=== block 1 ===
block_1/pins.png
The bar under the picture is 20 um long. Pins as bars across the die edge, other pins in grey.
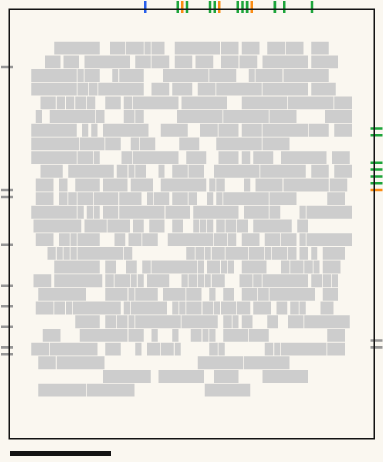

===== config.mk =====
export PLATFORM = sky130hd
export DESIGN_NAME = keypad_scanner_flat
export DESIGN_NICKNAME = d
export VERILOG_FILES = /design/src/rtl/keypad_scanner_if.sv /design/src/rtl/keypad_scanner.sv /design/src/flat_wrapper.sv
export SDC_FILE = /design/constraint.sdc
export NUM_CORES = 1
export LEC_CHECK = 0
export CAP_MARGIN = 20
export CORE_ASPECT_RATIO = 1.2
export CORE_MARGIN = 4
export CORE_UTILIZATION = 60
export DETAILED_ROUTE_END_ITERATION = 12
export GPL_TIMING_DRIVEN = 1
export PLACE_DENSITY = 0.88
export REMOVE_ABC_BUFFERS = 1
export SLEW_MARGIN = 10
export SYNTH_ARGS = -nofsm -noshare
export SYNTH_HDL_FRONTEND = slang
export SYNTH_SLANG_ARGS = --single-unit

===== constraint.sdc =====
create_clock -name clk -period 6.85 [get_ports clk]
set_clock_uncertainty 0.15 [all_clocks]
set_input_delay 1.37 -clock clk [delete_from_list [all_inputs] [get_ports clk]]
set_output_delay 1.37 -clock clk [all_outputs]
set_load 0.05 [all_outputs]

===== src/rtl/keypad_scanner_if.sv =====
// keypad_scanner_if: keypad matrix lines plus the decoded key outputs.
//   rows      keypad row lines, active-low (pulled up off-chip)
//   cols      keypad column drive, active-low, one bit low at a time
//   key       hex code of the last accepted key
//   key_valid one-cycle strobe, key is new on this cycle
//   key_held  accepted key not yet debounced as released
//   value     last four accepted codes, newest in [3:0]
// master: the scanner side; slave: the keypad/consumer side.
interface keypad_scanner_if;
  logic [3:0]  rows;
  logic [3:0]  cols;
  logic [3:0]  key;
  logic        key_valid;
  logic        key_held;
  logic [15:0] value;

  modport master (
    input  rows,
    output cols,
    output key,
    output key_valid,
    output key_held,
    output value
  );

  modport slave (
    output rows,
    input  cols,
    input  key,
    input  key_valid,
    input  key_held,
    input  value
  );
endinterface


===== src/rtl/keypad_scanner.sv =====
// keypad_scanner: 4x4 hex matrix keypad scanner with frame-based debounce.
// Drives one column low at a time, samples the synchronized rows at the end
// of each column dwell, classifies each full frame as NONE / KEY / MULTI and
// accepts a press or a release after DEBOUNCE_FRAMES identical frames.
// Ports:
//   clk  system clock, rising edge
//   rst  asynchronous active-high reset
//   kp   keypad_scanner_if.master (rows in; cols, key, key_valid,
//        key_held, value out)
module keypad_scanner #(
  parameter int SCAN_DIV_W      = 12,
  parameter int DEBOUNCE_FRAMES = 4
) (
  input  logic             clk,
  input  logic             rst,
  keypad_scanner_if.master kp
);

  typedef enum logic [1:0] {
    RES_NONE  = 2'd0,
    RES_KEY   = 2'd1,
    RES_MULTI = 2'd2
  } res_kind_t;

  typedef enum logic {
    IDLE = 1'b0,
    HELD = 1'b1
  } state_t;

  localparam logic [3:0]            DEB     = DEBOUNCE_FRAMES[3:0];
  localparam logic [SCAN_DIV_W-1:0] CNT_ONE = {{(SCAN_DIV_W-1){1'b0}}, 1'b1};

  // Number of active (low) row lines in one column sample.
  function automatic logic [2:0] hit_count(input logic [3:0] rows_n);
    logic [2:0] n;
    n = 3'd0;
    for (int i = 0; i < 4; i++) begin
      n = n + {2'b00, ~rows_n[i]};
    end
    return n;
  endfunction

  // Index of the lowest active row; only meaningful when exactly one is low.
  function automatic logic [1:0] first_row(input logic [3:0] rows_n);
    if (!rows_n[0]) begin
      return 2'd0;
    end else if (!rows_n[1]) begin
      return 2'd1;
    end else if (!rows_n[2]) begin
      return 2'd2;
    end else begin
      return 2'd3;
    end
  endfunction

  // Keypad legend, row-major.
  function automatic logic [3:0] key_map(input logic [1:0] r, input logic [1:0] c);
    case ({r, c})
      4'h0:    return 4'h1;
      4'h1:    return 4'h2;
      4'h2:    return 4'h3;
      4'h3:    return 4'hA;
      4'h4:    return 4'h4;
      4'h5:    return 4'h5;
      4'h6:    return 4'h6;
      4'h7:    return 4'hB;
      4'h8:    return 4'h7;
      4'h9:    return 4'h8;
      4'hA:    return 4'h9;
      4'hB:    return 4'hC;
      4'hC:    return 4'hE;
      4'hD:    return 4'h0;
      4'hE:    return 4'hF;
      4'hF:    return 4'hD;
      default: return 4'h0;
    endcase
  endfunction

  logic [SCAN_DIV_W-1:0] cnt;
  logic [1:0]            col;
  logic [1:0]            col_next;
  logic [3:0]            sync_a;
  logic [3:0]            sync_b;
  logic [1:0]            acc_hits;   // switches seen so far this frame, saturates at 2
  logic [3:0]            acc_code;
  res_kind_t             prev_kind;
  logic [3:0]            prev_code;  // 0 unless prev_kind is RES_KEY
  logic [3:0]            stab;
  state_t                state;
  state_t                state_next;

  logic                  sample;
  logic                  frame_end;
  logic [2:0]            col_hits;
  logic [2:0]            hit_sum;
  logic [1:0]            hits_total;
  logic [3:0]            code_total;
  res_kind_t             res_kind;
  logic [3:0]            res_code;
  logic [3:0]            stab_upd;

  logic [3:0]            col_drive;
  logic [3:0]            key_code;
  logic                  strobe;
  logic                  held;
  logic [15:0]           shift_value;
  logic [3:0]            key_next;
  logic                  strobe_next;
  logic                  held_next;
  logic [15:0]           value_next;

  assign kp.cols      = col_drive;
  assign kp.key       = key_code;
  assign kp.key_valid = strobe;
  assign kp.key_held  = held;
  assign kp.value     = shift_value;

  // Fold the current column sample into the frame tally and derive the
  // frame result plus the updated stability count.
  always_comb begin
    sample     = &cnt;
    frame_end  = sample && (col == 2'd3);
    col_next   = sample ? (col + 2'd1) : col;
    col_hits   = hit_count(sync_b);
    hit_sum    = {1'b0, acc_hits} + col_hits;
    hits_total = (hit_sum >= 3'd2) ? 2'd2 : hit_sum[1:0];
    code_total = (acc_hits == 2'd0) ? key_map(first_row(sync_b), col) : acc_code;
    res_kind   = RES_NONE;
    res_code   = 4'h0;
    case (hits_total)
      2'd0: begin
        res_kind = RES_NONE;
        res_code = 4'h0;
      end
      2'd1: begin
        res_kind = RES_KEY;
        res_code = code_total;
      end
      default: begin
        res_kind = RES_MULTI;
        res_code = 4'h0;
      end
    endcase
    if ((res_kind == prev_kind) && (res_code == prev_code)) begin
      stab_upd = (stab == 4'hF) ? 4'hF : (stab + 4'd1);
    end else begin
      stab_upd = 4'd1;
    end
  end

  // Column dwell counter, column index and the registered column drive.
  always_ff @(posedge clk or posedge rst) begin
    if (rst) begin
      cnt       <= '0;
      col       <= 2'd0;
      col_drive <= 4'b1110;
    end else begin
      cnt       <= cnt + CNT_ONE;
      col       <= col_next;
      col_drive <= ~(4'b0001 << col_next);
    end
  end

  // Two-flop synchronizer for the asynchronous row lines.
  always_ff @(posedge clk or posedge rst) begin
    if (rst) begin
      sync_a <= 4'hF;
      sync_b <= 4'hF;
    end else begin
      sync_a <= kp.rows;
      sync_b <= sync_a;
    end
  end

  // Per-frame switch tally; cleared at each frame end.
  always_ff @(posedge clk or posedge rst) begin
    if (rst) begin
      acc_hits <= 2'd0;
      acc_code <= 4'h0;
    end else if (frame_end) begin
      acc_hits <= 2'd0;
      acc_code <= 4'h0;
    end else if (sample) begin
      acc_hits <= hits_total;
      acc_code <= code_total;
    end else begin
      acc_hits <= acc_hits;
      acc_code <= acc_code;
    end
  end

  // Previous frame result and its run length.
  always_ff @(posedge clk or posedge rst) begin
    if (rst) begin
      prev_kind <= RES_NONE;
      prev_code <= 4'h0;
      stab      <= 4'd0;
    end else if (frame_end) begin
      prev_kind <= res_kind;
      prev_code <= res_code;
      stab      <= stab_upd;
    end else begin
      prev_kind <= prev_kind;
      prev_code <= prev_code;
      stab      <= stab;
    end
  end

  // Press/release FSM state register.
  always_ff @(posedge clk or posedge rst) begin
    if (rst) begin
      state <= IDLE;
    end else begin
      state <= state_next;
    end
  end

  // Next state and output values. The stability count only hits DEB once per
  // run, so a long hold or a long release acts exactly once. HELD ignores KEY
  // and MULTI (no repeat, no re-strobe on key change); IDLE ignores MULTI.
  always_comb begin
    state_next  = state;
    key_next    = key_code;
    strobe_next = 1'b0;
    held_next   = held;
    value_next  = shift_value;
    if (frame_end && (stab_upd == DEB)) begin
      case (state)
        IDLE: begin
          if (res_kind == RES_KEY) begin
            state_next  = HELD;
            key_next    = res_code;
            strobe_next = 1'b1;
            held_next   = 1'b1;
            value_next  = {shift_value[11:0], res_code};
          end else begin
            state_next = IDLE;
          end
        end
        HELD: begin
          if (res_kind == RES_NONE) begin
            state_next = IDLE;
            held_next  = 1'b0;
          end else begin
            state_next = HELD;
          end
        end
        default: begin
          state_next = IDLE;
          held_next  = 1'b0;
        end
      endcase
    end else begin
      state_next = state;
    end
  end

  // Registered key outputs.
  always_ff @(posedge clk or posedge rst) begin
    if (rst) begin
      key_code    <= 4'h0;
      strobe      <= 1'b0;
      held        <= 1'b0;
      shift_value <= 16'h0000;
    end else begin
      key_code    <= key_next;
      strobe      <= strobe_next;
      held        <= held_next;
      shift_value <= value_next;
    end
  end

endmodule


===== src/flat_wrapper.sv =====
// flat-port wrapper written by rule: the top's interface ports become plain ports
module keypad_scanner_flat 
#(
  parameter int SCAN_DIV_W      = 12,
  parameter int DEBOUNCE_FRAMES = 4
)
  (clk, rst, kp_rows, kp_cols, kp_key, kp_key_valid, kp_key_held, kp_value);
  keypad_scanner_if kp_i ();
  input  logic clk;
  input  logic rst;
  input wire logic [$bits(kp_i.rows)-1:0] kp_rows;
  output wire logic [$bits(kp_i.cols)-1:0] kp_cols;
  output wire logic [$bits(kp_i.key)-1:0] kp_key;
  output wire logic [$bits(kp_i.key_valid)-1:0] kp_key_valid;
  output wire logic [$bits(kp_i.key_held)-1:0] kp_key_held;
  output wire logic [$bits(kp_i.value)-1:0] kp_value;
  assign kp_i.rows = kp_rows;
  assign kp_cols = kp_i.cols;
  assign kp_key = kp_i.key;
  assign kp_key_valid = kp_i.key_valid;
  assign kp_key_held = kp_i.key_held;
  assign kp_value = kp_i.value;
  keypad_scanner #(.SCAN_DIV_W(SCAN_DIV_W), .DEBOUNCE_FRAMES(DEBOUNCE_FRAMES)) u_core (.clk(clk), .rst(rst), .kp(kp_i));
endmodule

=== block 2 ===
<file path="src/rtl/load_store_unit.sv">
`default_nettype none
// ============================================================================
// Module   : load_store_unit
// Purpose  : Sequences single load/store requests from the core datapath into
//            a 16-word registered data memory. Computes the effective address,
//            strobes MemRead/MemWrite for one cycle, absorbs the memory's
//            one-cycle read latency and returns load data with a valid pulse.
//            Out-of-range addresses raise a fault pulse without touching the
//            memory. Saturating load/store completion counters for debug.
// Ports    : clk, nClear (async active-low reset)
//            req_*      : request from core (valid/ready handshake)
//            mem_*, MemRead, MemWrite : data memory interface
//            ld_valid/ld_data/ld_rd    : load response
//            st_done, fault            : completion / error pulses
//            ld_count, st_count        : saturating debug counters
// Revision : 1.0  initial release
// ============================================================================
module load_store_unit #(
    parameter int DEPTH_BITS = 4
) (
    input  logic        clk,
    input  logic        nClear,
    input  logic        req_valid,
    input  logic        req_write,
    input  logic [15:0] req_base,
    input  logic [15:0] req_offset,
    input  logic [15:0] req_wdata,
    input  logic [3:0]  req_rd,
    output logic        req_ready,
    output logic [15:0] mem_addr,
    output logic [15:0] mem_wdata,
    output logic        MemWrite,
    output logic        MemRead,
    input  logic [15:0] mem_rdata,
    output logic        ld_valid,
    output logic [15:0] ld_data,
    output logic [3:0]  ld_rd,
    output logic        st_done,
    output logic        fault,
    output logic [15:0] ld_count,
    output logic [15:0] st_count
);

    localparam logic [15:0] c_CNT_MAX = 16'hFFFF;

    typedef enum logic [2:0] {
        S_IDLE  = 3'd0,
        S_ISSUE = 3'd1,
        S_WAIT  = 3'd2,
        S_RESP  = 3'd3,
        S_FAULT = 3'd4
    } state_t;

    state_t      r_state;
    state_t      w_next_state;

    logic        r_req_ready;
    logic        r_write;
    logic [3:0]  r_rd;
    logic [15:0] r_mem_addr;
    logic [15:0] r_mem_wdata;
    logic [15:0] r_ld_data;
    logic [3:0]  r_ld_rd;
    logic [15:0] r_ld_count;
    logic [15:0] r_st_count;

    logic [15:0] w_ea;
    logic        w_in_range;
    logic        w_accept;

    // Effective address wraps modulo 2^16; any bit above the memory index
    // marks the access as out of range.
    assign w_ea       = req_base + req_offset;
    assign w_in_range = (w_ea[15:DEPTH_BITS] == '0);

    // r_req_ready is low for the first cycle after reset release, so the
    // state check alone is not enough to accept.
    assign w_accept   = (r_state == S_IDLE) && r_req_ready && req_valid;

    // ------------------------------------------------------------------
    // Next-state logic
    // ------------------------------------------------------------------
    always_comb begin
        w_next_state = r_state;
        case (r_state)
            S_IDLE: begin
                if (w_accept) begin
                    w_next_state = w_in_range ? S_ISSUE : S_FAULT;
                end
            end
            S_ISSUE: w_next_state = r_write ? S_RESP : S_WAIT;
            S_WAIT:  w_next_state = S_RESP;
            S_RESP:  w_next_state = S_IDLE;
            S_FAULT: w_next_state = S_IDLE;
            default: w_next_state = S_IDLE;
        endcase
    end

    always_ff @(posedge clk or negedge nClear) begin
        if (!nClear) begin
            r_state     <= S_IDLE;
            r_req_ready <= 1'b0;
        end else begin
            r_state     <= w_next_state;
            // Registered ready: high in every cycle spent in IDLE, and first
            // rises on the edge after reset release.
            r_req_ready <= (w_next_state == S_IDLE);
        end
    end

    // ------------------------------------------------------------------
    // Request capture and memory-side address/data registers.
    // mem_addr/mem_wdata only change when an in-range access is accepted,
    // so they hold their last driven values through faults and idle time.
    // ------------------------------------------------------------------
    always_ff @(posedge clk or negedge nClear) begin
        if (!nClear) begin
            r_write     <= 1'b0;
            r_rd        <= '0;
            r_mem_addr  <= '0;
            r_mem_wdata <= '0;
        end else if (w_accept) begin
            r_write <= req_write;
            r_rd    <= req_rd;
            if (w_in_range) begin
                r_mem_addr <= w_ea;
                if (req_write) begin
                    r_mem_wdata <= req_wdata;
                end
            end
        end
    end

    // ------------------------------------------------------------------
    // Load response capture: the memory output is valid during WAIT, so the
    // result lands in ld_data exactly as RESP begins and then holds until the
    // next load reaches the same point.
    // ------------------------------------------------------------------
    always_ff @(posedge clk or negedge nClear) begin
        if (!nClear) begin
            r_ld_data <= '0;
            r_ld_rd   <= '0;
        end else if (r_state == S_WAIT) begin
            r_ld_data <= mem_rdata;
            r_ld_rd   <= r_rd;
        end
    end

    // ------------------------------------------------------------------
    // Saturating completion counters, stepped on the edge that ends RESP.
    // ------------------------------------------------------------------
    always_ff @(posedge clk or negedge nClear) begin
        if (!nClear) begin
            r_ld_count <= '0;
            r_st_count <= '0;
        end else if (r_state == S_RESP) begin
            if (!r_write && (r_ld_count != c_CNT_MAX)) begin
                r_ld_count <= r_ld_count + 16'd1;
            end
            if (r_write && (r_st_count != c_CNT_MAX)) begin
                r_st_count <= r_st_count + 16'd1;
            end
        end
    end

    // ------------------------------------------------------------------
    // Outputs. Strobes and pulses decode straight from the state register,
    // so an asynchronous reset removes them immediately.
    // ------------------------------------------------------------------
    assign req_ready = r_req_ready;
    assign mem_addr  = r_mem_addr;
    assign mem_wdata = r_mem_wdata;
    assign MemRead   = (r_state == S_ISSUE) && !r_write;
    assign MemWrite  = (r_state == S_ISSUE) &&  r_write;
    assign ld_valid  = (r_state == S_RESP)  && !r_write;
    assign st_done   = (r_state == S_RESP)  &&  r_write;
    assign fault     = (r_state == S_FAULT);
    assign ld_data   = r_ld_data;
    assign ld_rd     = r_ld_rd;
    assign ld_count  = r_ld_count;
    assign st_count  = r_st_count;

endmodule
`default_nettype wire
</file>
<file path="config.mk">
export PLATFORM = sky130hd
export DESIGN_NAME = load_store_unit
export DESIGN_NICKNAME = d
export VERILOG_FILES = /design/src/rtl/load_store_unit.sv
export SDC_FILE = /design/constraint.sdc
export NUM_CORES = 1
export LEC_CHECK = 0
export CAP_MARGIN = 30
export CORE_ASPECT_RATIO = 0.7
export CORE_MARGIN = 2
export CORE_UTILIZATION = 49
export DETAILED_ROUTE_END_ITERATION = 10
export PLACE_DENSITY = 0.83
export SYNTH_ARGS = -nofsm -noshare
export SYNTH_HDL_FRONTEND = slang
export SYNTH_SLANG_ARGS = --single-unit
</file>
<file path="constraint.sdc">
create_clock -name clk -period 5.53 [get_ports clk]
set_input_delay 0.553 -clock clk [delete_from_list [all_inputs] [get_ports clk]]
set_output_delay 0.553 -clock clk [all_outputs]
set_load 0.02 [all_outputs]
</file>
=== block 3 ===
--- src/rtl/ext_irq_source_pkg.sv ---
// Shared constants, FSM state encoding and byte-merge helper for ext_irq_source.
package ext_irq_source_pkg;

  typedef enum logic [1:0] {
    IDLE  = 2'd0,
    DELAY = 2'd1,
    REQ   = 2'd2,
    DONE  = 2'd3
  } state_e;

  localparam logic [1:0] ACK_OFS    = 2'd0;
  localparam logic [1:0] CTRL_OFS   = 2'd1;
  localparam logic [1:0] PERIOD_OFS = 2'd2;
  localparam logic [1:0] LAT_OFS    = 2'd3;

  localparam int EN_BIT   = 0;
  localparam int MODE_BIT = 1;

  function automatic logic [31:0] merge_bytes(input logic [31:0] old_v,
                                              input logic [31:0] new_v,
                                              input logic [3:0]  be);
    logic [31:0] res;
    res = old_v;
    for (int i = 0; i < 4; i++) begin
      if (be[i]) res[8*i +: 8] = new_v[8*i +: 8];
    end
    return res;
  endfunction

endpackage

--- src/rtl/ext_irq_source_if.sv ---
// Data-side bus slice seen by ext_irq_source: address, byte enables, write and read data.
interface ext_irq_source_if;
  logic [31:0] addr;
  logic [3:0]  byteen;
  logic [31:0] wdata;
  logic [31:0] rdata;

  modport master (output addr, output byteen, output wdata, input rdata);
  modport slave  (input addr, input byteen, input wdata, output rdata);
endinterface

--- src/rtl/ext_irq_source_bus_regs.sv ---
// Address decode, PERIOD byte-merge and combinational read mux for the 4-word window.
module irq_bus_regs #(
  parameter logic [31:0] BASE  = 32'h0000_7F20,
  parameter int          CNT_W = 32
) (
  ext_irq_source_if.slave  bus,
  input  logic             i_interrupt,
  input  logic [1:0]       i_ctrl,
  input  logic [CNT_W-1:0] i_period,
  input  logic [CNT_W-1:0] i_lat,
  output logic             o_ack_wr,
  output logic             o_ctrl_wr,
  output logic             o_period_wr,
  output logic [CNT_W-1:0] o_period_merged
);
  import ext_irq_source_pkg::*;

  logic       w_hit;
  logic       w_wr;
  logic [1:0] w_ofs;
  logic       w_unused_addr;

  // The window is 16 bytes and 16-byte aligned, so the upper address bits select it.
  assign w_hit         = (bus.addr[31:4] == BASE[31:4]);
  assign w_ofs         = bus.addr[3:2];
  assign w_wr          = w_hit && (bus.byteen != 4'b0000);
  assign w_unused_addr = ^bus.addr[1:0];

  assign o_ack_wr    = w_wr && (w_ofs == ACK_OFS);
  assign o_ctrl_wr   = w_wr && (w_ofs == CTRL_OFS);
  assign o_period_wr = w_wr && (w_ofs == PERIOD_OFS);

  assign o_period_merged = CNT_W'(merge_bytes(32'(i_period), bus.wdata, bus.byteen));

  always_comb begin
    bus.rdata = '0;
    if (w_hit) begin
      case (w_ofs)
        ACK_OFS:    bus.rdata = {31'b0, i_interrupt};
        CTRL_OFS:   bus.rdata = {30'b0, i_ctrl};
        PERIOD_OFS: bus.rdata = 32'(i_period);
        LAT_OFS:    bus.rdata = 32'(i_lat);
        default:    bus.rdata = '0;
      endcase
    end
  end

endmodule

--- src/rtl/ext_irq_source.sv ---
// External interrupt source: raises interrupt after a programmable delay, holds it
// until a store to ACK, and records the request-to-acknowledge latency.
module ext_irq_source #(
  parameter logic [31:0] BASE  = 32'h0000_7F20,
  parameter int          CNT_W = 32
) (
  input  logic            clk,
  input  logic            reset,
  ext_irq_source_if.slave bus,
  output logic            interrupt
);
  import ext_irq_source_pkg::*;

  localparam logic [CNT_W-1:0] CNT_MAX = '1;

  state_e           r_state;
  state_e           w_next;
  logic [1:0]       r_ctrl;
  logic [CNT_W-1:0] r_period;
  logic [CNT_W-1:0] r_lat;
  logic [CNT_W-1:0] r_count;
  logic [CNT_W-1:0] r_lat_run;
  logic             r_irq;

  logic             w_ack_wr;
  logic             w_ctrl_wr;
  logic             w_period_wr;
  logic [CNT_W-1:0] w_period_merged;
  logic             w_en_clr;
  logic             w_ack;
  logic             w_reload;
  logic [CNT_W-1:0] w_lat_inc;

  irq_bus_regs #(.BASE(BASE), .CNT_W(CNT_W)) u_regs (
    .bus             (bus),
    .i_interrupt     (r_irq),
    .i_ctrl          (r_ctrl),
    .i_period        (r_period),
    .i_lat           (r_lat),
    .o_ack_wr        (w_ack_wr),
    .o_ctrl_wr       (w_ctrl_wr),
    .o_period_wr     (w_period_wr),
    .o_period_merged (w_period_merged)
  );

  assign w_en_clr  = w_ctrl_wr && !bus.wdata[EN_BIT];
  assign w_ack     = w_ack_wr && (r_state == REQ);
  assign w_reload  = (w_next == DELAY) && (r_state != DELAY);
  assign w_lat_inc = (r_lat_run == CNT_MAX) ? CNT_MAX : r_lat_run + CNT_W'(1);
  assign interrupt = r_irq;

  // A CTRL store clearing EN wins over every other transition in the same cycle.
  always_comb begin
    w_next = r_state;
    case (r_state)
      IDLE:    if (r_ctrl[EN_BIT]) w_next = (r_period != '0) ? DELAY : REQ;
      DELAY:   if (r_count <= CNT_W'(1)) w_next = REQ;
      REQ:     if (w_ack_wr) begin
                 if (r_ctrl[MODE_BIT]) w_next = (r_period != '0) ? DELAY : REQ;
                 else                  w_next = DONE;
               end
      DONE:    w_next = DONE;
      default: w_next = IDLE;
    endcase
    if (w_en_clr || !r_ctrl[EN_BIT]) w_next = IDLE;
  end

  always_ff @(posedge clk) begin
    if (!reset) begin
      r_state   <= IDLE;
      r_ctrl    <= '0;
      r_period  <= '0;
      r_lat     <= '0;
      r_count   <= '0;
      r_lat_run <= '0;
      r_irq     <= 1'b0;
    end else begin
      r_state <= w_next;
      r_irq   <= (w_next == REQ);
      if (w_ctrl_wr)   r_ctrl   <= bus.wdata[1:0];
      if (w_period_wr) r_period <= w_period_merged;
      if (w_ack)       r_lat    <= w_lat_inc;
      if (w_reload)              r_count <= r_period;
      else if (w_next == DELAY)  r_count <= r_count - CNT_W'(1);
      else                       r_count <= '0;
      r_lat_run <= ((r_state == REQ) && (w_next == REQ) && !w_ack) ? w_lat_inc : '0;
    end
  end

endmodule

--- src/flat_wrapper.sv ---
// flat-port wrapper written by rule: the top's interface ports become plain ports
module ext_irq_source_flat import ext_irq_source_pkg::*;
#(
  parameter logic [31:0] BASE  = 32'h0000_7F20,
  parameter int          CNT_W = 32
)
  (clk, reset, interrupt, bus_addr, bus_byteen, bus_wdata, bus_rdata);
  ext_irq_source_if bus_i ();
  input  logic clk;
  input  logic reset;
  output logic interrupt;
  input wire logic [$bits(bus_i.addr)-1:0] bus_addr;
  input wire logic [$bits(bus_i.byteen)-1:0] bus_byteen;
  input wire logic [$bits(bus_i.wdata)-1:0] bus_wdata;
  output wire logic [$bits(bus_i.rdata)-1:0] bus_rdata;
  assign bus_i.addr = bus_addr;
  assign bus_i.byteen = bus_byteen;
  assign bus_i.wdata = bus_wdata;
  assign bus_rdata = bus_i.rdata;
  ext_irq_source #(.BASE(BASE), .CNT_W(CNT_W)) u_core (.clk(clk), .reset(reset), .bus(bus_i), .interrupt(interrupt));
endmodule
--- config.mk ---
export PLATFORM = sky130hd
export DESIGN_NAME = ext_irq_source_flat
export DESIGN_NICKNAME = d
export VERILOG_FILES = /design/src/rtl/ext_irq_source_pkg.sv /design/src/rtl/ext_irq_source_if.sv /design/src/rtl/ext_irq_source_bus_regs.sv /design/src/rtl/ext_irq_source.sv /design/src/flat_wrapper.sv
export SDC_FILE = /design/constraint.sdc
export NUM_CORES = 1
export LEC_CHECK = 0
export ABC_AREA = 0
export CORE_MARGIN = 8
export CORE_UTILIZATION = 25
export DETAILED_ROUTE_END_ITERATION = 12
export PLACE_DENSITY_LB_ADDON = 0.05
export RECOVER_POWER = 100
export SLEW_MARGIN = 20
export SYNTH_ARGS = -nofsm -noshare
export SYNTH_HDL_FRONTEND = slang
export SYNTH_SLANG_ARGS = --single-unit
--- constraint.sdc ---
create_clock -name clk -period 5.6 [get_ports clk]
set_input_delay 1.12 -clock clk [delete_from_list [all_inputs] [get_ports clk]]
set_output_delay 1.12 -clock clk [all_outputs]
set_load 0.05 [all_outputs]
block_1/drive_strength.png
The bar under the picture is 20 um long.
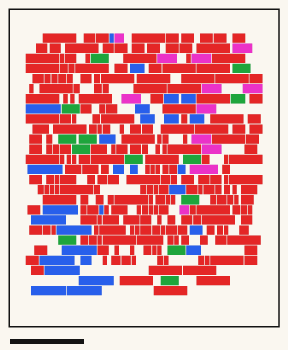
[red] drive 1 or less | cells: 248 | share: 82%
[magenta] drive 3 to 4 | cells: 12 | share: 4.0%
[blue] drive 2 | cells: 28 | share: 9.3%
[green] drive 6 and up | cells: 13 | share: 4.3%

About block_1/pins.png:
[blue] rst | pins: 1 | direction: input | edge: top
[green] kp_value | pins: 16 | direction: output | edge: 10 top, 6 right
[orange] kp_key | pins: 4 | direction: output | edge: 3 top, 1 right
all pins by edge: 14 top, 9 left, 9 right

==> impl_metrics.tcl, block 1 <==
# collected from the flow reports
set metrics [dict create \
    status "complete, no violations" \
    ys.warnings.count 0 \
    seq_share_pct 44.26 \
    clock-sinks 61 \
    ys_sh_simple_pct 15.95 \
    cts-hold-fix-buffers 0 \
    finalWirelength_um 5725 \
    required_ps 6930 \
    cts_tree "yes" \
    seq_area_um2 1540 \
    cp-end-kind "flop" \
    powerComb_mw 0.0547 \
    io_pins 32 \
    ant_nets 0 \
    async_reset_ff_share_pct 100.0 \
    clock_latency_ps 350 \
    maxCapViolCount 0 \
    logic_family "simple AND/OR/NAND/NOR gates" \
    coreArea_um2 4696 \
    final_nets 314 \
    cp_max_fo 12 \
    path_class "reg -> reg" \
    clkPwrFrac_pct 41.2 \
    numPortBuffers 31 \
    wl_per_cell_um 15.95 \
    p_seq_mw 0.366 \
    swShare_pct 24.02 \
]
block 1: metal layers:
metal / wire, um / GRT usage, % / vias up
li1: - / - / 994
met1: 2490 / 24.57 / 1011
met2: 2804 / 32.39 / 79
met3: 324 / 5.687 / 10
met4: 106 / 10.94 / 0
met5: 0 / 0 / -
block 1: sequential cells by signal, summed over array words and instances (netlist names), named ones only:
signal and cells:
u_core.acc_code 4, u_core.acc_hits 2, u_core.cnt 12, u_core.col 2, u_core.kp.cols 4, u_core.kp.key_held 1
u_core.kp.key_valid 1, u_core.kp.value 16, u_core.prev_code 4, u_core.prev_kind 2, u_core.stab 4, u_core.sync_a 4
u_core.sync_b 4
block 1: through the flow:
stage	hold slack, ps	util, %	std cells	setup WS, ps
finish	204.9	74.10	359	2011
global route	208.6	74.10	359	1817
CTS	205.8	73.86	358	1905
detailed placement	196.8	69.94	342	1920
global placement	195.2	69.94	342	2115
floorplan	195.2	-	252	2356
block 1: worst max-delay path, delay by kind of cell (launching register included):
family | cells | cell delay (ps)
fa+ha+maj | 4 | 1520
mux | 1 | 330
simple gates | 4 | 1450
compound gates | 2 | 340
flops | 1 | 580
buf+inv | 3 | 370
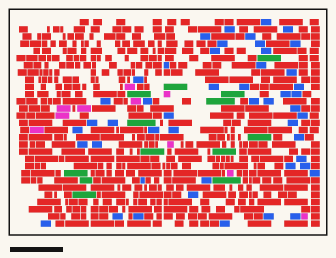
block_2/drive_strength.png
The bar under the picture is 20 um long.
[magenta] drive 3 to 4 | cells: 10 | share: 1.8%
[blue] drive 2 | cells: 48 | share: 8.7%
[green] drive 6 and up | cells: 13 | share: 2.3%
[red] drive 1 or less | cells: 483 | share: 87%
non-clock buffer count: 164
fin area: 6650 um^2

==> impl_metrics.tcl, block 2 <==
# collected from the flow reports
set metrics [dict create \
    status "complete, no violations" \
    total_power_mw 2.388 \
    maxPowerGroup "sequential cells" \
    ys.warnings.count 0 \
    comb_share_pct 32.78 \
    ys_ff 93 \
    die_y_um 84.83 \
    grt_overflow 0 \
    seq_area_um2 2327 \
    ir_drop_mv 0.1780 \
    fa_ha_area_share_pct 5.089 \
    io_pins 162 \
    flop_cell "dfrtp_1" \
    final.fill_count 631 \
    final_max_slew_viol_count 0 \
    hold_viol_final 0 \
    n_all_inverters 4 \
    initial_core_util_pct 50.41 \
    clock_buffers 12 \
    warnings 26 \
    fp.dieW_um 119.5 \
    mi_logic_area_um2 2180 \
    clock_area_share_pct 5.136 \
    coreArea_um2 9071 \
    crit_top_cell "or4_4" \
    synth-edff-count 0 \
    fin_skew_ps 3.575 \
    viasPerCell 5.397 \
    r2r_end "mem_wdata[3]" \
    diodes 0 \
    synth.net_count 473 \
    num-multi-input-gates 277 \
    slowest_delay_ps 620 \
    final_layout_top_logic_cells "clkdlybuf4s50_1, dfrtp_1, mux2_2" \
    cts_tree "yes" \
    ys_sh_simple_pct 14.20 \
    cts_made_buffers 9 \
    ys_chip_area_um2 4573 \
]
## block 2: metal layers
metal | global-route usage (%) | vias up | share of wire, %
li1 | - | 1731 | -
met1 | 31.63 | 1794 | 47
met2 | 36.57 | 125 | 46
met3 | 4.973 | 9 | 5.8
met4 | 6.631 | 0 | 1.1
met5 | 0 | - | 0
## block 2: Yosys cell counts, types with 2 or more instances
cell type   n
nor2b_1     3
buf_6       3
a211oi_1    2
nor3b_1     3
inv_1       4
o31ai_1     2
mux2i_1     2
a32oi_1     2
a21oi_1     9
nand3b_1    2
nand2b_1    3
xor2_1     10
a21o_1      8
dfrtp_1    93
a221o_1     2
nand2_1    21
o21a_1      4
nor3_1      6
and3_1     11
o211ai_1    2
nand3_1    16
ha_1       17
and2_1     16
o21ai_0     9
mux2_2     44
nor4b_1     2
or4_4       2
and4_1      4
mux2_4      4
nand4_1    10
nor2_1     15
a211o_1     2
clkbuf_1    6
xnor2_1    25
## block 2: per-stage QoR
stage,setup WS [ps],std cells,cell area (um^2)
floorplan,1574,383,4573
global placement,1078,662,6309
detailed placement,1020,662,6309
CTS,1363,678,6650
global route,1240,678,6650
finish,1340,678,6650
block_3/drive_strength.png
The bar under the picture is 50 um long.
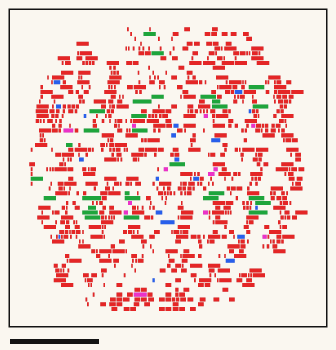
[blue] drive 2 | cells: 19 | share: 2.2%
[red] drive 1 or less | cells: 795 | share: 93%
[green] drive 6 and up | cells: 29 | share: 3.4%
[magenta] drive 3 to 4 | cells: 12 | share: 1.4%
final setup margin: 460.6 ps
fin area: 8248 um^2
Area growth, synth to finish: 25.54%
non-clock buffer count: 110

==> impl_metrics.tcl, block 3 <==
# collected from the flow reports
set metrics [dict create \
    grt_max_degree 54 \
    wl_per_cell_um 18.44 \
    ys.warnings.count 0 \
    final_max_slew_viol_count 33 \
    violations "capacitance limit, slew limit" \
    final_layout_top_logic_cells "nor2_1, dfxtp_1, mux2i_1" \
    ant_nets 0 \
    maxCapViolCount 1 \
    status "complete, but fails checks" \
    yosysSeqAreaShare_pct 40.53 \
    clock_area_share_pct 7.388 \
    chip_area_um2 31720 \
    seq_area_um2 2663 \
    final.period_utilization_pct 91.78 \
    core.rowCount 59 \
    diodes 0 \
    dp_cells 1157 \
]
## block 3: routing by layer
| metal | vias to the layer above | wire length [um] | track usage (%) | share of wire (%) |
|---|---|---|---|---|
| met3 | 8 | 503 | 2.477 | 2.3 |
| met4 | 0 | 159 | 3.439 | 0.72 |
| met2 | 64 | 10910 | 23.56 | 50 |
| li1 | 2893 | - | - | - |
| met5 | - | 0 | 0 | 0 |
| met1 | 2814 | 10380 | 18.30 | 47 |
## block 3: worst register-to-register path: cells and delay by family, from the launching register on
family,cells,cell delay [ps]
AOI/OAI and AO/OA,3,1440
and+or+nand+nor,3,1650
buffers and inverters,1,660
DFF,1,340
## block 3: cell families after synthesis
| logic type | synth area share, % |
|---|---|
| flops | 40.53 |
| xor+xnor | 6.399 |
| simple gates | 26.03 |
| fa+ha+maj | 0.5714 |
| buf+inv | 3.542 |
| compound gates | 12.04 |
| mux | 10.89 |
## block 3: path summary, 6_finish.rpt
path                                         start                 end  slack [ps]
worst max-delay path                  bus_addr[11]       bus_rdata[28]         460
worst min-delay path              u_core.r_lat[31]    u_core.r_lat[31]         480
worst max register to register  u_core.r_count[18]  u_core.r_count[21]        1350
worst min register to register    u_core.r_lat[31]    u_core.r_lat[31]         480

==> gallery <==
Metal 3.
shot_01.png
The bar under the picture is 20 um long.
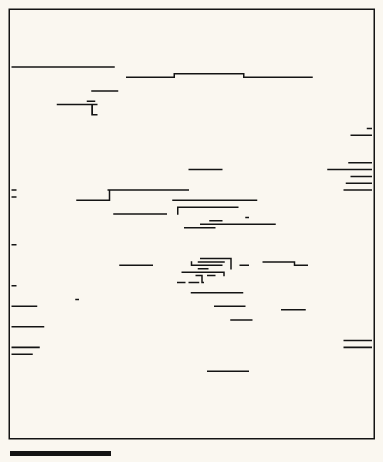
shot_02.png
The bar under the picture is 50 um long.
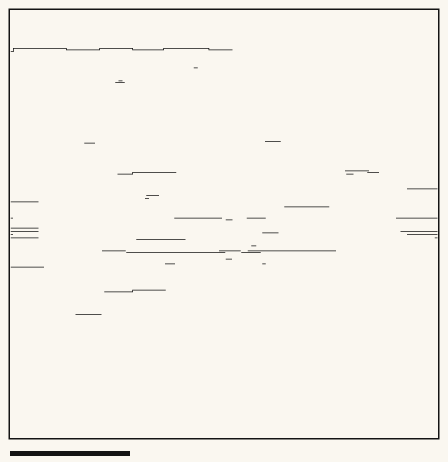
shot_03.png
The bar under the picture is 20 um long.
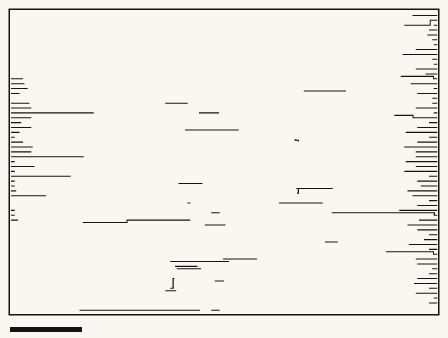
block 1: shot_01.png
block 2: shot_03.png
block 3: shot_02.png
Of these, smallest die: shot_01.png


=== block 4 ===
block_4/met3.png
The bar under the picture is 20 um long.
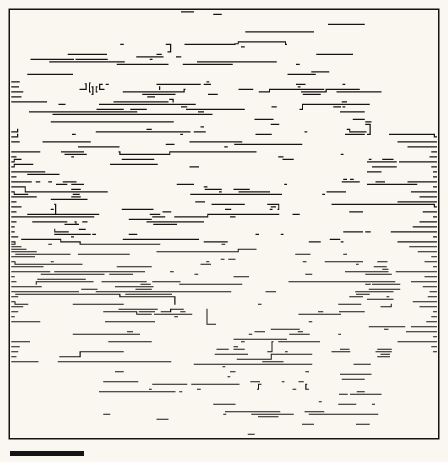

<file path="src/rtl/regwrite_arbiter.sv">
// Two-source register-file write-port arbiter with one-entry buffers, age-aware round robin
// and a busy mask. Optional macro REGWRITE_ZERO_DROP_EN drops writes to register 0.
module regwrite_arbiter #(
  parameter int DATA_W = 32,
  parameter int ADDR_W = 5
) (
  input  logic                     clk,
  input  logic                     rst,
  input  logic                     a_valid,
  output logic                     a_ready,
  input  logic [ADDR_W-1:0]        a_addr,
  input  logic [DATA_W-1:0]        a_data,
  input  logic                     b_valid,
  output logic                     b_ready,
  input  logic [ADDR_W-1:0]        b_addr,
  input  logic [DATA_W-1:0]        b_data,
  output logic                     write_reg,
  output logic [ADDR_W-1:0]        wad,
  output logic [DATA_W-1:0]        wd,
  output logic [(2**ADDR_W)-1:0]   busy_mask
);

  typedef enum logic [1:0] {
    AGE_NONE  = 2'd0,
    AGE_A_OLD = 2'd1,
    AGE_B_OLD = 2'd2
  } age_e;

  logic              a_v_r, b_v_r;
  logic [ADDR_W-1:0] a_addr_r, b_addr_r;
  logic [DATA_W-1:0] a_data_r, b_data_r;
  logic              rr_r, rr_next_s;
  age_e              age_r, age_next_s;
  logic              write_reg_r;
  logic [ADDR_W-1:0] wad_r;
  logic [DATA_W-1:0] wd_r;

  logic a_drop_s, b_drop_s;
  logic a_cand_s, b_cand_s;
  logic grant_a_s, grant_b_s;
  logic a_take_s, b_take_s;
  logic a_load_s, b_load_s;
  logic a_v_next_s, b_v_next_s;
  logic [(2**ADDR_W)-1:0] busy_s;

  // Zero-address drop detection and arbitration candidates.
  always_comb begin
    a_drop_s = 1'b0;
    b_drop_s = 1'b0;
`ifdef REGWRITE_ZERO_DROP_EN
    a_drop_s = a_v_r && (a_addr_r == {ADDR_W{1'b0}});
    b_drop_s = b_v_r && (b_addr_r == {ADDR_W{1'b0}});
`endif
    a_cand_s = a_v_r && !a_drop_s;
    b_cand_s = b_v_r && !b_drop_s;
  end

  // Grant selection: age first, round robin only on a same-edge tie.
  always_comb begin
    grant_a_s = 1'b0;
    grant_b_s = 1'b0;
    rr_next_s = rr_r;
    if (a_cand_s && b_cand_s) begin
      case (age_r)
        AGE_A_OLD: grant_a_s = 1'b1;
        AGE_B_OLD: grant_b_s = 1'b1;
        default: begin
          if (rr_r == 1'b0) begin
            grant_a_s = 1'b1;
            rr_next_s = 1'b1;
          end else begin
            grant_b_s = 1'b1;
            rr_next_s = 1'b0;
          end
        end
      endcase
    end else if (a_cand_s) begin
      grant_a_s = 1'b1;
    end else if (b_cand_s) begin
      grant_b_s = 1'b1;
    end else begin
      grant_a_s = 1'b0;
      grant_b_s = 1'b0;
    end
  end

  // Handshake: a buffer frees up when its entry is granted or dropped in this cycle.
  always_comb begin
    a_take_s   = grant_a_s || a_drop_s;
    b_take_s   = grant_b_s || b_drop_s;
    a_ready    = rst && (!a_v_r || a_take_s);
    b_ready    = rst && (!b_v_r || b_take_s);
    a_load_s   = a_valid && a_ready;
    b_load_s   = b_valid && b_ready;
    a_v_next_s = a_load_s || (a_v_r && !a_take_s);
    b_v_next_s = b_load_s || (b_v_r && !b_take_s);
  end

  // Age next state: the entry that stays behind while the other side reloads becomes older.
  always_comb begin
    age_next_s = age_r;
    if (a_load_s && b_load_s) begin
      age_next_s = AGE_NONE;
    end else if (a_load_s && b_v_r && !b_take_s) begin
      age_next_s = AGE_B_OLD;
    end else if (b_load_s && a_v_r && !a_take_s) begin
      age_next_s = AGE_A_OLD;
    end else if (!a_v_next_s || !b_v_next_s) begin
      age_next_s = AGE_NONE;
    end else begin
      age_next_s = age_r;
    end
  end

  // Age and round-robin state registers.
  always_ff @(posedge clk or negedge rst) begin
    if (!rst) begin
      age_r <= AGE_NONE;
      rr_r  <= 1'b0;
    end else begin
      age_r <= age_next_s;
      rr_r  <= rr_next_s;
    end
  end

  // Holding buffers for both sources.
  always_ff @(posedge clk or negedge rst) begin
    if (!rst) begin
      a_v_r    <= 1'b0;
      a_addr_r <= {ADDR_W{1'b0}};
      a_data_r <= {DATA_W{1'b0}};
      b_v_r    <= 1'b0;
      b_addr_r <= {ADDR_W{1'b0}};
      b_data_r <= {DATA_W{1'b0}};
    end else begin
      a_v_r <= a_v_next_s;
      b_v_r <= b_v_next_s;
      if (a_load_s) begin
        a_addr_r <= a_addr;
        a_data_r <= a_data;
      end
      if (b_load_s) begin
        b_addr_r <= b_addr;
        b_data_r <= b_data;
      end
    end
  end

  // Registered write port; address and data hold when idle.
  always_ff @(posedge clk or negedge rst) begin
    if (!rst) begin
      write_reg_r <= 1'b0;
      wad_r       <= {ADDR_W{1'b0}};
      wd_r        <= {DATA_W{1'b0}};
    end else begin
      write_reg_r <= grant_a_s || grant_b_s;
      if (grant_a_s) begin
        wad_r <= a_addr_r;
        wd_r  <= a_data_r;
      end else if (grant_b_s) begin
        wad_r <= b_addr_r;
        wd_r  <= b_data_r;
      end
    end
  end

  // Busy mask from buffered candidates and the output stage only.
  always_comb begin
    busy_s = {(2**ADDR_W){1'b0}};
    if (a_cand_s) begin
      busy_s[a_addr_r] = 1'b1;
    end else begin
      busy_s = busy_s;
    end
    if (b_cand_s) begin
      busy_s[b_addr_r] = 1'b1;
    end else begin
      busy_s = busy_s;
    end
    if (write_reg_r) begin
      busy_s[wad_r] = 1'b1;
    end else begin
      busy_s = busy_s;
    end
  end

  assign write_reg = write_reg_r;
  assign wad       = wad_r;
  assign wd        = wd_r;
  assign busy_mask = busy_s;

endmodule

</file>
<file path="config.mk">
export PLATFORM = sky130hd
export DESIGN_NAME = regwrite_arbiter
export DESIGN_NICKNAME = d
export VERILOG_FILES = /design/src/rtl/regwrite_arbiter.sv
export SDC_FILE = /design/constraint.sdc
export NUM_CORES = 1
export LEC_CHECK = 0
export CAP_MARGIN = 20
export CORE_UTILIZATION = 45
export DETAILED_ROUTE_END_ITERATION = 10
export PLACE_DENSITY = 0.8
export SYNTH_ARGS = -nofsm -noshare
export SYNTH_HDL_FRONTEND = slang
export SYNTH_SLANG_ARGS = --single-unit
</file>
<file path="constraint.sdc">
create_clock -name clk -period 2 [get_ports clk]
set_clock_uncertainty 0.1 [all_clocks]
set_input_delay 0.6 -clock clk [delete_from_list [all_inputs] [get_ports clk]]
set_output_delay 0.6 -clock clk [all_outputs]
set_load 0.005 [all_outputs]
</file>
=== block 5 ===
**src/rtl/image_stream_reader.sv**
```systemverilog
// Byte-stream reader for the output image banks behind the data memory manager.
// Define IMG_CHECKSUM_EN to add checksum_o, a 16-bit wrapping sum of streamed bytes.
module image_stream_reader #(
    parameter int FIFO_DEPTH = 2,
    parameter int OFFSET_W   = 16
) (
    input  logic                CLK,
    input  logic                RST,
    input  logic                start_i,
    input  logic [2:0]          bank_i,
    input  logic [OFFSET_W-1:0] base_i,
    input  logic [OFFSET_W:0]   count_i,
    output logic [31:0]         address_o,
    output logic                wren_o,
    output logic [31:0]         byte_mode_o,
    input  logic [31:0]         rd_data_i,
    output logic [7:0]          tx_data_o,
    output logic                tx_valid_o,
    input  logic                tx_ready_i,
    output logic                busy_o,
    output logic                done_o
`ifdef IMG_CHECKSUM_EN
    ,
    output logic [15:0]         checksum_o
`endif
);

    localparam int PW = (FIFO_DEPTH > 1) ? $clog2(FIFO_DEPTH) : 1;
    localparam int CW = $clog2(FIFO_DEPTH + 1);
    localparam logic [OFFSET_W:0] MAX_CNT = {1'b1, {OFFSET_W{1'b0}}};

    typedef enum logic [1:0] {
        S_IDLE,
        S_READ,
        S_DRAIN
    } state_t;

    state_t              state_q, state_d;
    logic [2:0]          bank_q, bank_d;
    logic [OFFSET_W-1:0] off_q, off_d;
    logic [OFFSET_W:0]   rem_q, rem_d;
    logic                busy_q, busy_d;
    logic                done_q, done_d;
    logic [31:0]         addr_q;
    logic                inflight_q;
    logic [7:0]          fifo_q [FIFO_DEPTH];
    logic [PW-1:0]       wr_ptr_q, rd_ptr_q;
    logic [CW-1:0]       occ_q;

    logic                issue;
    logic                start_acc;
    logic                pop;
    logic [31:0]         fill;
    logic [31:0]         addr_issue;
    logic [OFFSET_W:0]   cnt_clamp;
    logic                unused_rd;

    function automatic logic [PW-1:0] nxt(input logic [PW-1:0] p);
        return (p == PW'(FIFO_DEPTH - 1)) ? '0 : p + 1'b1;
    endfunction

    assign unused_rd   = ^rd_data_i[31:8];
    assign wren_o      = 1'b0;
    assign byte_mode_o = 32'd1;
    assign tx_valid_o  = (occ_q != '0);
    assign tx_data_o   = fifo_q[rd_ptr_q];
    assign busy_o      = busy_q;
    assign done_o      = done_q;
    assign pop         = tx_valid_o & tx_ready_i;
    assign addr_issue  = 32'({bank_q, off_q});
    assign address_o   = issue ? addr_issue : addr_q;
    assign cnt_clamp   = (count_i > MAX_CNT) ? MAX_CNT : count_i;

    // Slots already claimed: buffered bytes plus the one returning this cycle.
    assign fill = 32'(occ_q) + 32'(inflight_q) - 32'(pop);

    always_comb begin
        state_d   = state_q;
        bank_d    = bank_q;
        off_d     = off_q;
        rem_d     = rem_q;
        busy_d    = busy_q;
        done_d    = 1'b0;
        issue     = 1'b0;
        start_acc = 1'b0;
        unique case (state_q)
            S_IDLE: begin
                if (start_i) begin
                    start_acc = 1'b1;
                    bank_d    = bank_i;
                    off_d     = base_i;
                    rem_d     = cnt_clamp;
                    if (cnt_clamp == '0) begin
                        done_d = 1'b1;
                    end else begin
                        state_d = S_READ;
                        busy_d  = 1'b1;
                    end
                end
            end
            S_READ: begin
                if (rem_q != '0 && fill < 32'(FIFO_DEPTH)) begin
                    issue = 1'b1;
                    off_d = off_q + 1'b1;
                    rem_d = rem_q - 1'b1;
                    if (rem_q == 1) state_d = S_DRAIN;
                end
            end
            S_DRAIN: begin
                if (32'(occ_q) == 32'(pop) && !inflight_q) begin
                    state_d = S_IDLE;
                    busy_d  = 1'b0;
                    done_d  = 1'b1;
                end
            end
            default: state_d = S_IDLE;
        endcase
    end

    always_ff @(posedge CLK) begin
        if (RST) begin
            state_q    <= S_IDLE;
            bank_q     <= '0;
            off_q      <= '0;
            rem_q      <= '0;
            busy_q     <= 1'b0;
            done_q     <= 1'b0;
            addr_q     <= '0;
            inflight_q <= 1'b0;
            wr_ptr_q   <= '0;
            rd_ptr_q   <= '0;
            occ_q      <= '0;
            for (int i = 0; i < FIFO_DEPTH; i++) fifo_q[i] <= '0;
        end else begin
            state_q    <= state_d;
            bank_q     <= bank_d;
            off_q      <= off_d;
            rem_q      <= rem_d;
            busy_q     <= busy_d;
            done_q     <= done_d;
            inflight_q <= issue;
            if (issue) addr_q <= addr_issue;
            if (inflight_q) begin
                fifo_q[wr_ptr_q] <= rd_data_i[7:0];
                wr_ptr_q         <= nxt(wr_ptr_q);
            end
            if (pop) rd_ptr_q <= nxt(rd_ptr_q);
            occ_q <= occ_q + CW'(inflight_q) - CW'(pop);
        end
    end

`ifdef IMG_CHECKSUM_EN
    logic [15:0] sum_q;

    always_ff @(posedge CLK) begin
        if (RST) begin
            sum_q <= '0;
        end else if (start_acc) begin
            sum_q <= '0;
        end else if (pop) begin
            sum_q <= sum_q + {8'h00, tx_data_o};
        end
    end

    assign checksum_o = sum_q;
`endif

endmodule

```
**config.mk**
```make
export PLATFORM = sky130hd
export DESIGN_NAME = image_stream_reader
export DESIGN_NICKNAME = d
export VERILOG_FILES = /design/src/rtl/image_stream_reader.sv
export SDC_FILE = /design/constraint.sdc
export NUM_CORES = 1
export LEC_CHECK = 0
export ABC_AREA = 1
export CAP_MARGIN = 20
export CORE_MARGIN = 2
export CORE_UTILIZATION = 44
export CTS_CLUSTER_DIAMETER = 50
export DETAILED_ROUTE_END_ITERATION = 16
export PLACE_DENSITY_LB_ADDON = 0.3
export SLEW_MARGIN = 40
export SYNTH_ARGS = -nofsm -noshare
export SYNTH_HDL_FRONTEND = slang
export SYNTH_SLANG_ARGS = --single-unit
```
**constraint.sdc**
```tcl
create_clock -name CLK -period 2.9 [get_ports CLK]
set_input_delay 0.29 -clock CLK [delete_from_list [all_inputs] [get_ports CLK]]
set_output_delay 0.29 -clock CLK [all_outputs]
set_load 0.01 [all_outputs]
```
block_4/drive_strength.png
The bar under the picture is 20 um long.
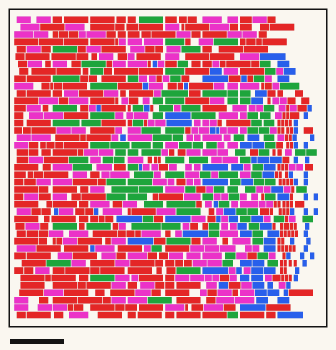
[magenta] drive 3 to 4 | cells: 230 | share: 27%
[green] drive 6 and up | cells: 124 | share: 15%
[red] drive 1 or less | cells: 385 | share: 46%
[blue] drive 2 | cells: 101 | share: 12%

## Picture notes: block_4/met3.png
wire length on this layer: 2,530 um
nets with wire on the layer: 256
final WL: 30,170 um
via count: 6,450

==> impl_metrics.tcl, block 4 <==
# collected from the flow reports
set metrics [dict create \
    status "complete, but fails checks" \
    violations "setup timing" \
    die_y_um 116.5 \
    clock_latency_ps 430 \
    netlist_instances 512 \
    coreArea_um2 12720 \
    fin_tns_setup_ps -54680 \
    finalSetupViolations 148 \
    cp.depth 7 \
    placed_cell_area_um2 7995 \
    hold_viol_final 0 \
    cp_max_fo 4 \
    wl_per_cell_um 29.75 \
    final_nets 907 \
    p_leak_nw 5.255 \
    gr-usage-met3_pct 10.79 \
    clkTransAtPathRegs_ps 60 \
    comb_share_pct 34.38 \
    initial_core_util_pct 46.34 \
    wl_met2_um 14800 \
    timing.final.ws_setup_ps -580.7 \
    slowest_stage "dfrtp_1" \
    top_cells_by_count "dfrtp_1, nand2_1, mux2_2" \
    area_dominant_class "logic gates" \
    layout_min_cycle_time_ps 2581 \
    top_cell "dfrtp_1" \
    pre_cts_ws_ps -432.5 \
    num-multi-input-gates 352 \
    mi_logic_area_um2 3767 \
    xor_share_pct 0.1486 \
    clock-sinks 117 \
    ant_nets 0 \
    max_slew_margin_pct 42.89 \
    ys_ff 117 \
    busiest_layer "met2" \
    fp.dieW_um 116.5 \
]
block 4: per-stage QoR:
stage | total power, mW | hold slack (ps) | utilization [%] | std cells
2_1_floorplan | 4.820 | 204.4 | - | 512
3_3_place_gp | 6.312 | 370.4 | 62.84 | 868
3_5_place_dp | 6.439 | 386.0 | 62.84 | 868
4_1_cts | 10.83 | 176.0 | 83.69 | 997
5_1_grt | 11.91 | 216.9 | 86.10 | 1012
6_report | 11.69 | 194.4 | 86.14 | 1014
block 4: what timing repair did:
item                                    in CTS  in global routing
gates resized                              396                117
pin swaps                                   75                 63
setup buffers                               85                 41
endpoints found under the setup margin     153                171
gates cloned                                15                  1
block 4: worst max-delay path by stage:
stage,to,start,slack (ps)
after detailed placement,a_ready,age_r[0],-430
after global placement,a_ready,age_r[0],-370
after global routing,busy_mask[12],a_addr_r[4],-620
after CTS,busy_mask[12],a_addr_r[3],-430
after floorplan,busy_mask[16],b_cand_s,20
final,a_ready,age_r[0],-580
block 4: power by group:
part | internal [mW] | switching (mW)
registers | 2.95 | 0.643
clock network | 1.85 | 1.18
logic | 2.97 | 2.09
block_5/drive_strength.png
The bar under the picture is 20 um long.
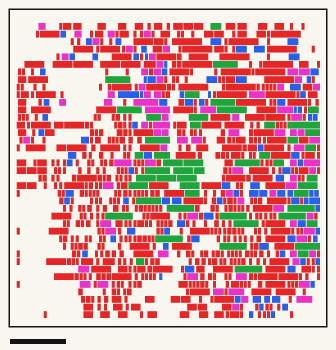
[magenta] drive 3 to 4 | cells: 81 | share: 8.6%
[red] drive 1 or less | cells: 713 | share: 76%
[green] drive 6 and up | cells: 50 | share: 5.3%
[blue] drive 2 | cells: 97 | share: 10%
fin area: 7691 um^2
final setup margin: -482.0 ps
Area growth, synth to finish: 46.18%

block_5/final_placement.png
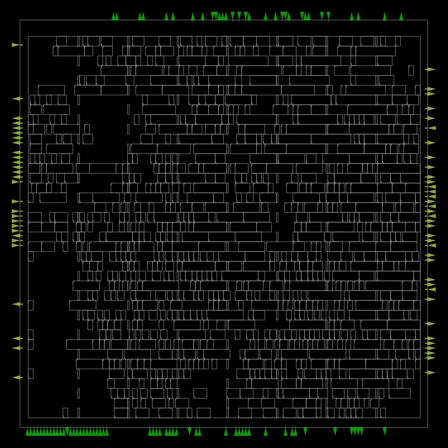
Std-Cell Rows: 39
fill cell count: 940
Final Util: 66.50%

==> impl_metrics.tcl, block 5 <==
# collected from the flow reports
set metrics [dict create \
    status "complete, but fails checks" \
    violations "setup timing" \
    clkPwrFrac_pct 14.8 \
    vias 5284 \
    pre_cts_ws_ps -661.6 \
    pwr-share-seq_pct 23.8 \
    timing.final.ws_setup_ps -482.0 \
    die_y_um 113.4 \
    powerComb_mw 4.93 \
    comb_share_pct 39.01 \
    clock_latency_ps 340 \
    power.density_nw_per_um2 1043 \
    cts_made_buffers 9 \
    layout_min_cycle_time_ps 3382 \
    yosysTopAreaCellShare_pct 29.68 \
    finalWirelength_um 14890 \
    layout.nonclk_buf_share_pct 23.00 \
    cp.depth 20 \
    crit_top_cell "inv_2" \
    route.detailed.drc 0 \
    hold_viol_final 0 \
    cp.arrival_ps 3090 \
    ys_cells 790 \
    finalSetupViolations 66 \
    r2r_start "occ_q[1]" \
    n_all_inverters 104 \
]
## block 5: metrics by stage
step / std cells / hold WS [ps] / setup TNS [ps] / cell area (um^2)
after floorplan: 821 / 424.6 / 0 / 5381
after global placement: 1021 / 437.7 / -24040 / 6312
after detailed placement: 1021 / 441.1 / -30450 / 6312
after CTS: 1073 / 450.7 / -20060 / 7343
after global routing: 1084 / 467.9 / -33910 / 7691
final: 1084 / 441.0 / -22860 / 7691
## block 5: sequential cells by signal, summed over array words and instances (netlist names), named ones only
register	flops
busy_o	1
state_q	2
rem_q	17
bank_q	3
wr_ptr_q	1
addr_q	32
occ_q	2
off_q	16
done_o	1
inflight_q	1
fifo_q	16
rd_ptr_q	1
## block 5: cell families after synthesis
kind of cell,count (synthesis),share of synthesized area [%]
and+or+nand+nor,425,33.44
buffers and inverters,166,15.36
DFF,94,38.81
AOI/OAI and AO/OA,83,7.895
muxes,8,1.712
adders and majority gates,7,1.807
xor gates and xnor gates,5,0.8325
other,2,0.1427
## block 5: what timing repair did
item | CTS | global route
setup buffers | 26 | 14
pin swaps | 12 | 16
resized | 210 | 76
endpoints found under the setup margin | 65 | 71
cloned | 11 | 1

==> layout pictures side by side <==
Signal wires by layer.
The bar under the picture is 20 um long.
image #1
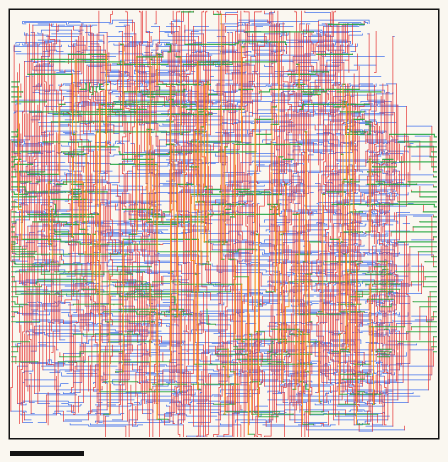
image #2
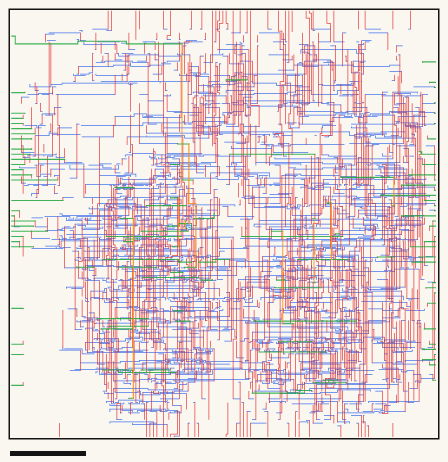
block 4 -> image #1
block 5 -> image #2



## Gallery

Placement view.
Plate I
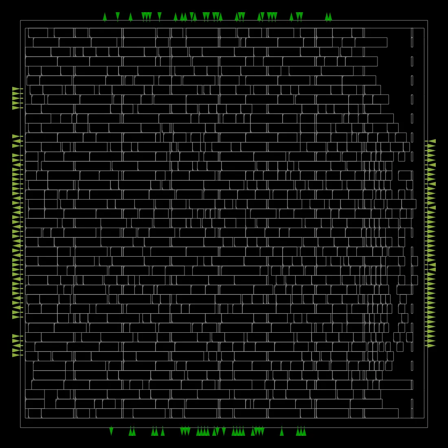
Plate II
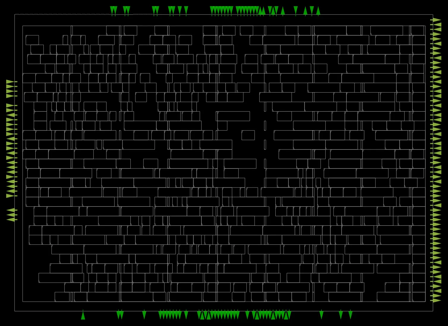
Plate III
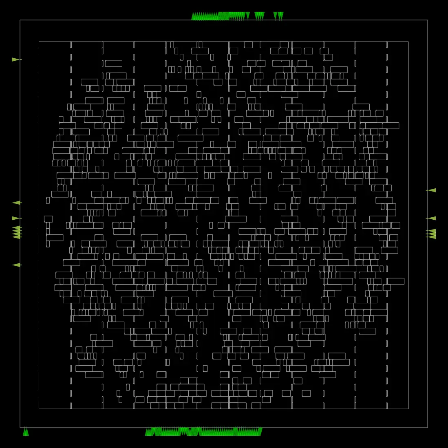
Block 3 is Plate III.
Block 4 is Plate I.
Block 2 is Plate II.
Of these, most cells: Plate III
Of these, fewest sequential cells: Plate II

Power figures rest on the tool's default switching activity, not on a simulated workload.
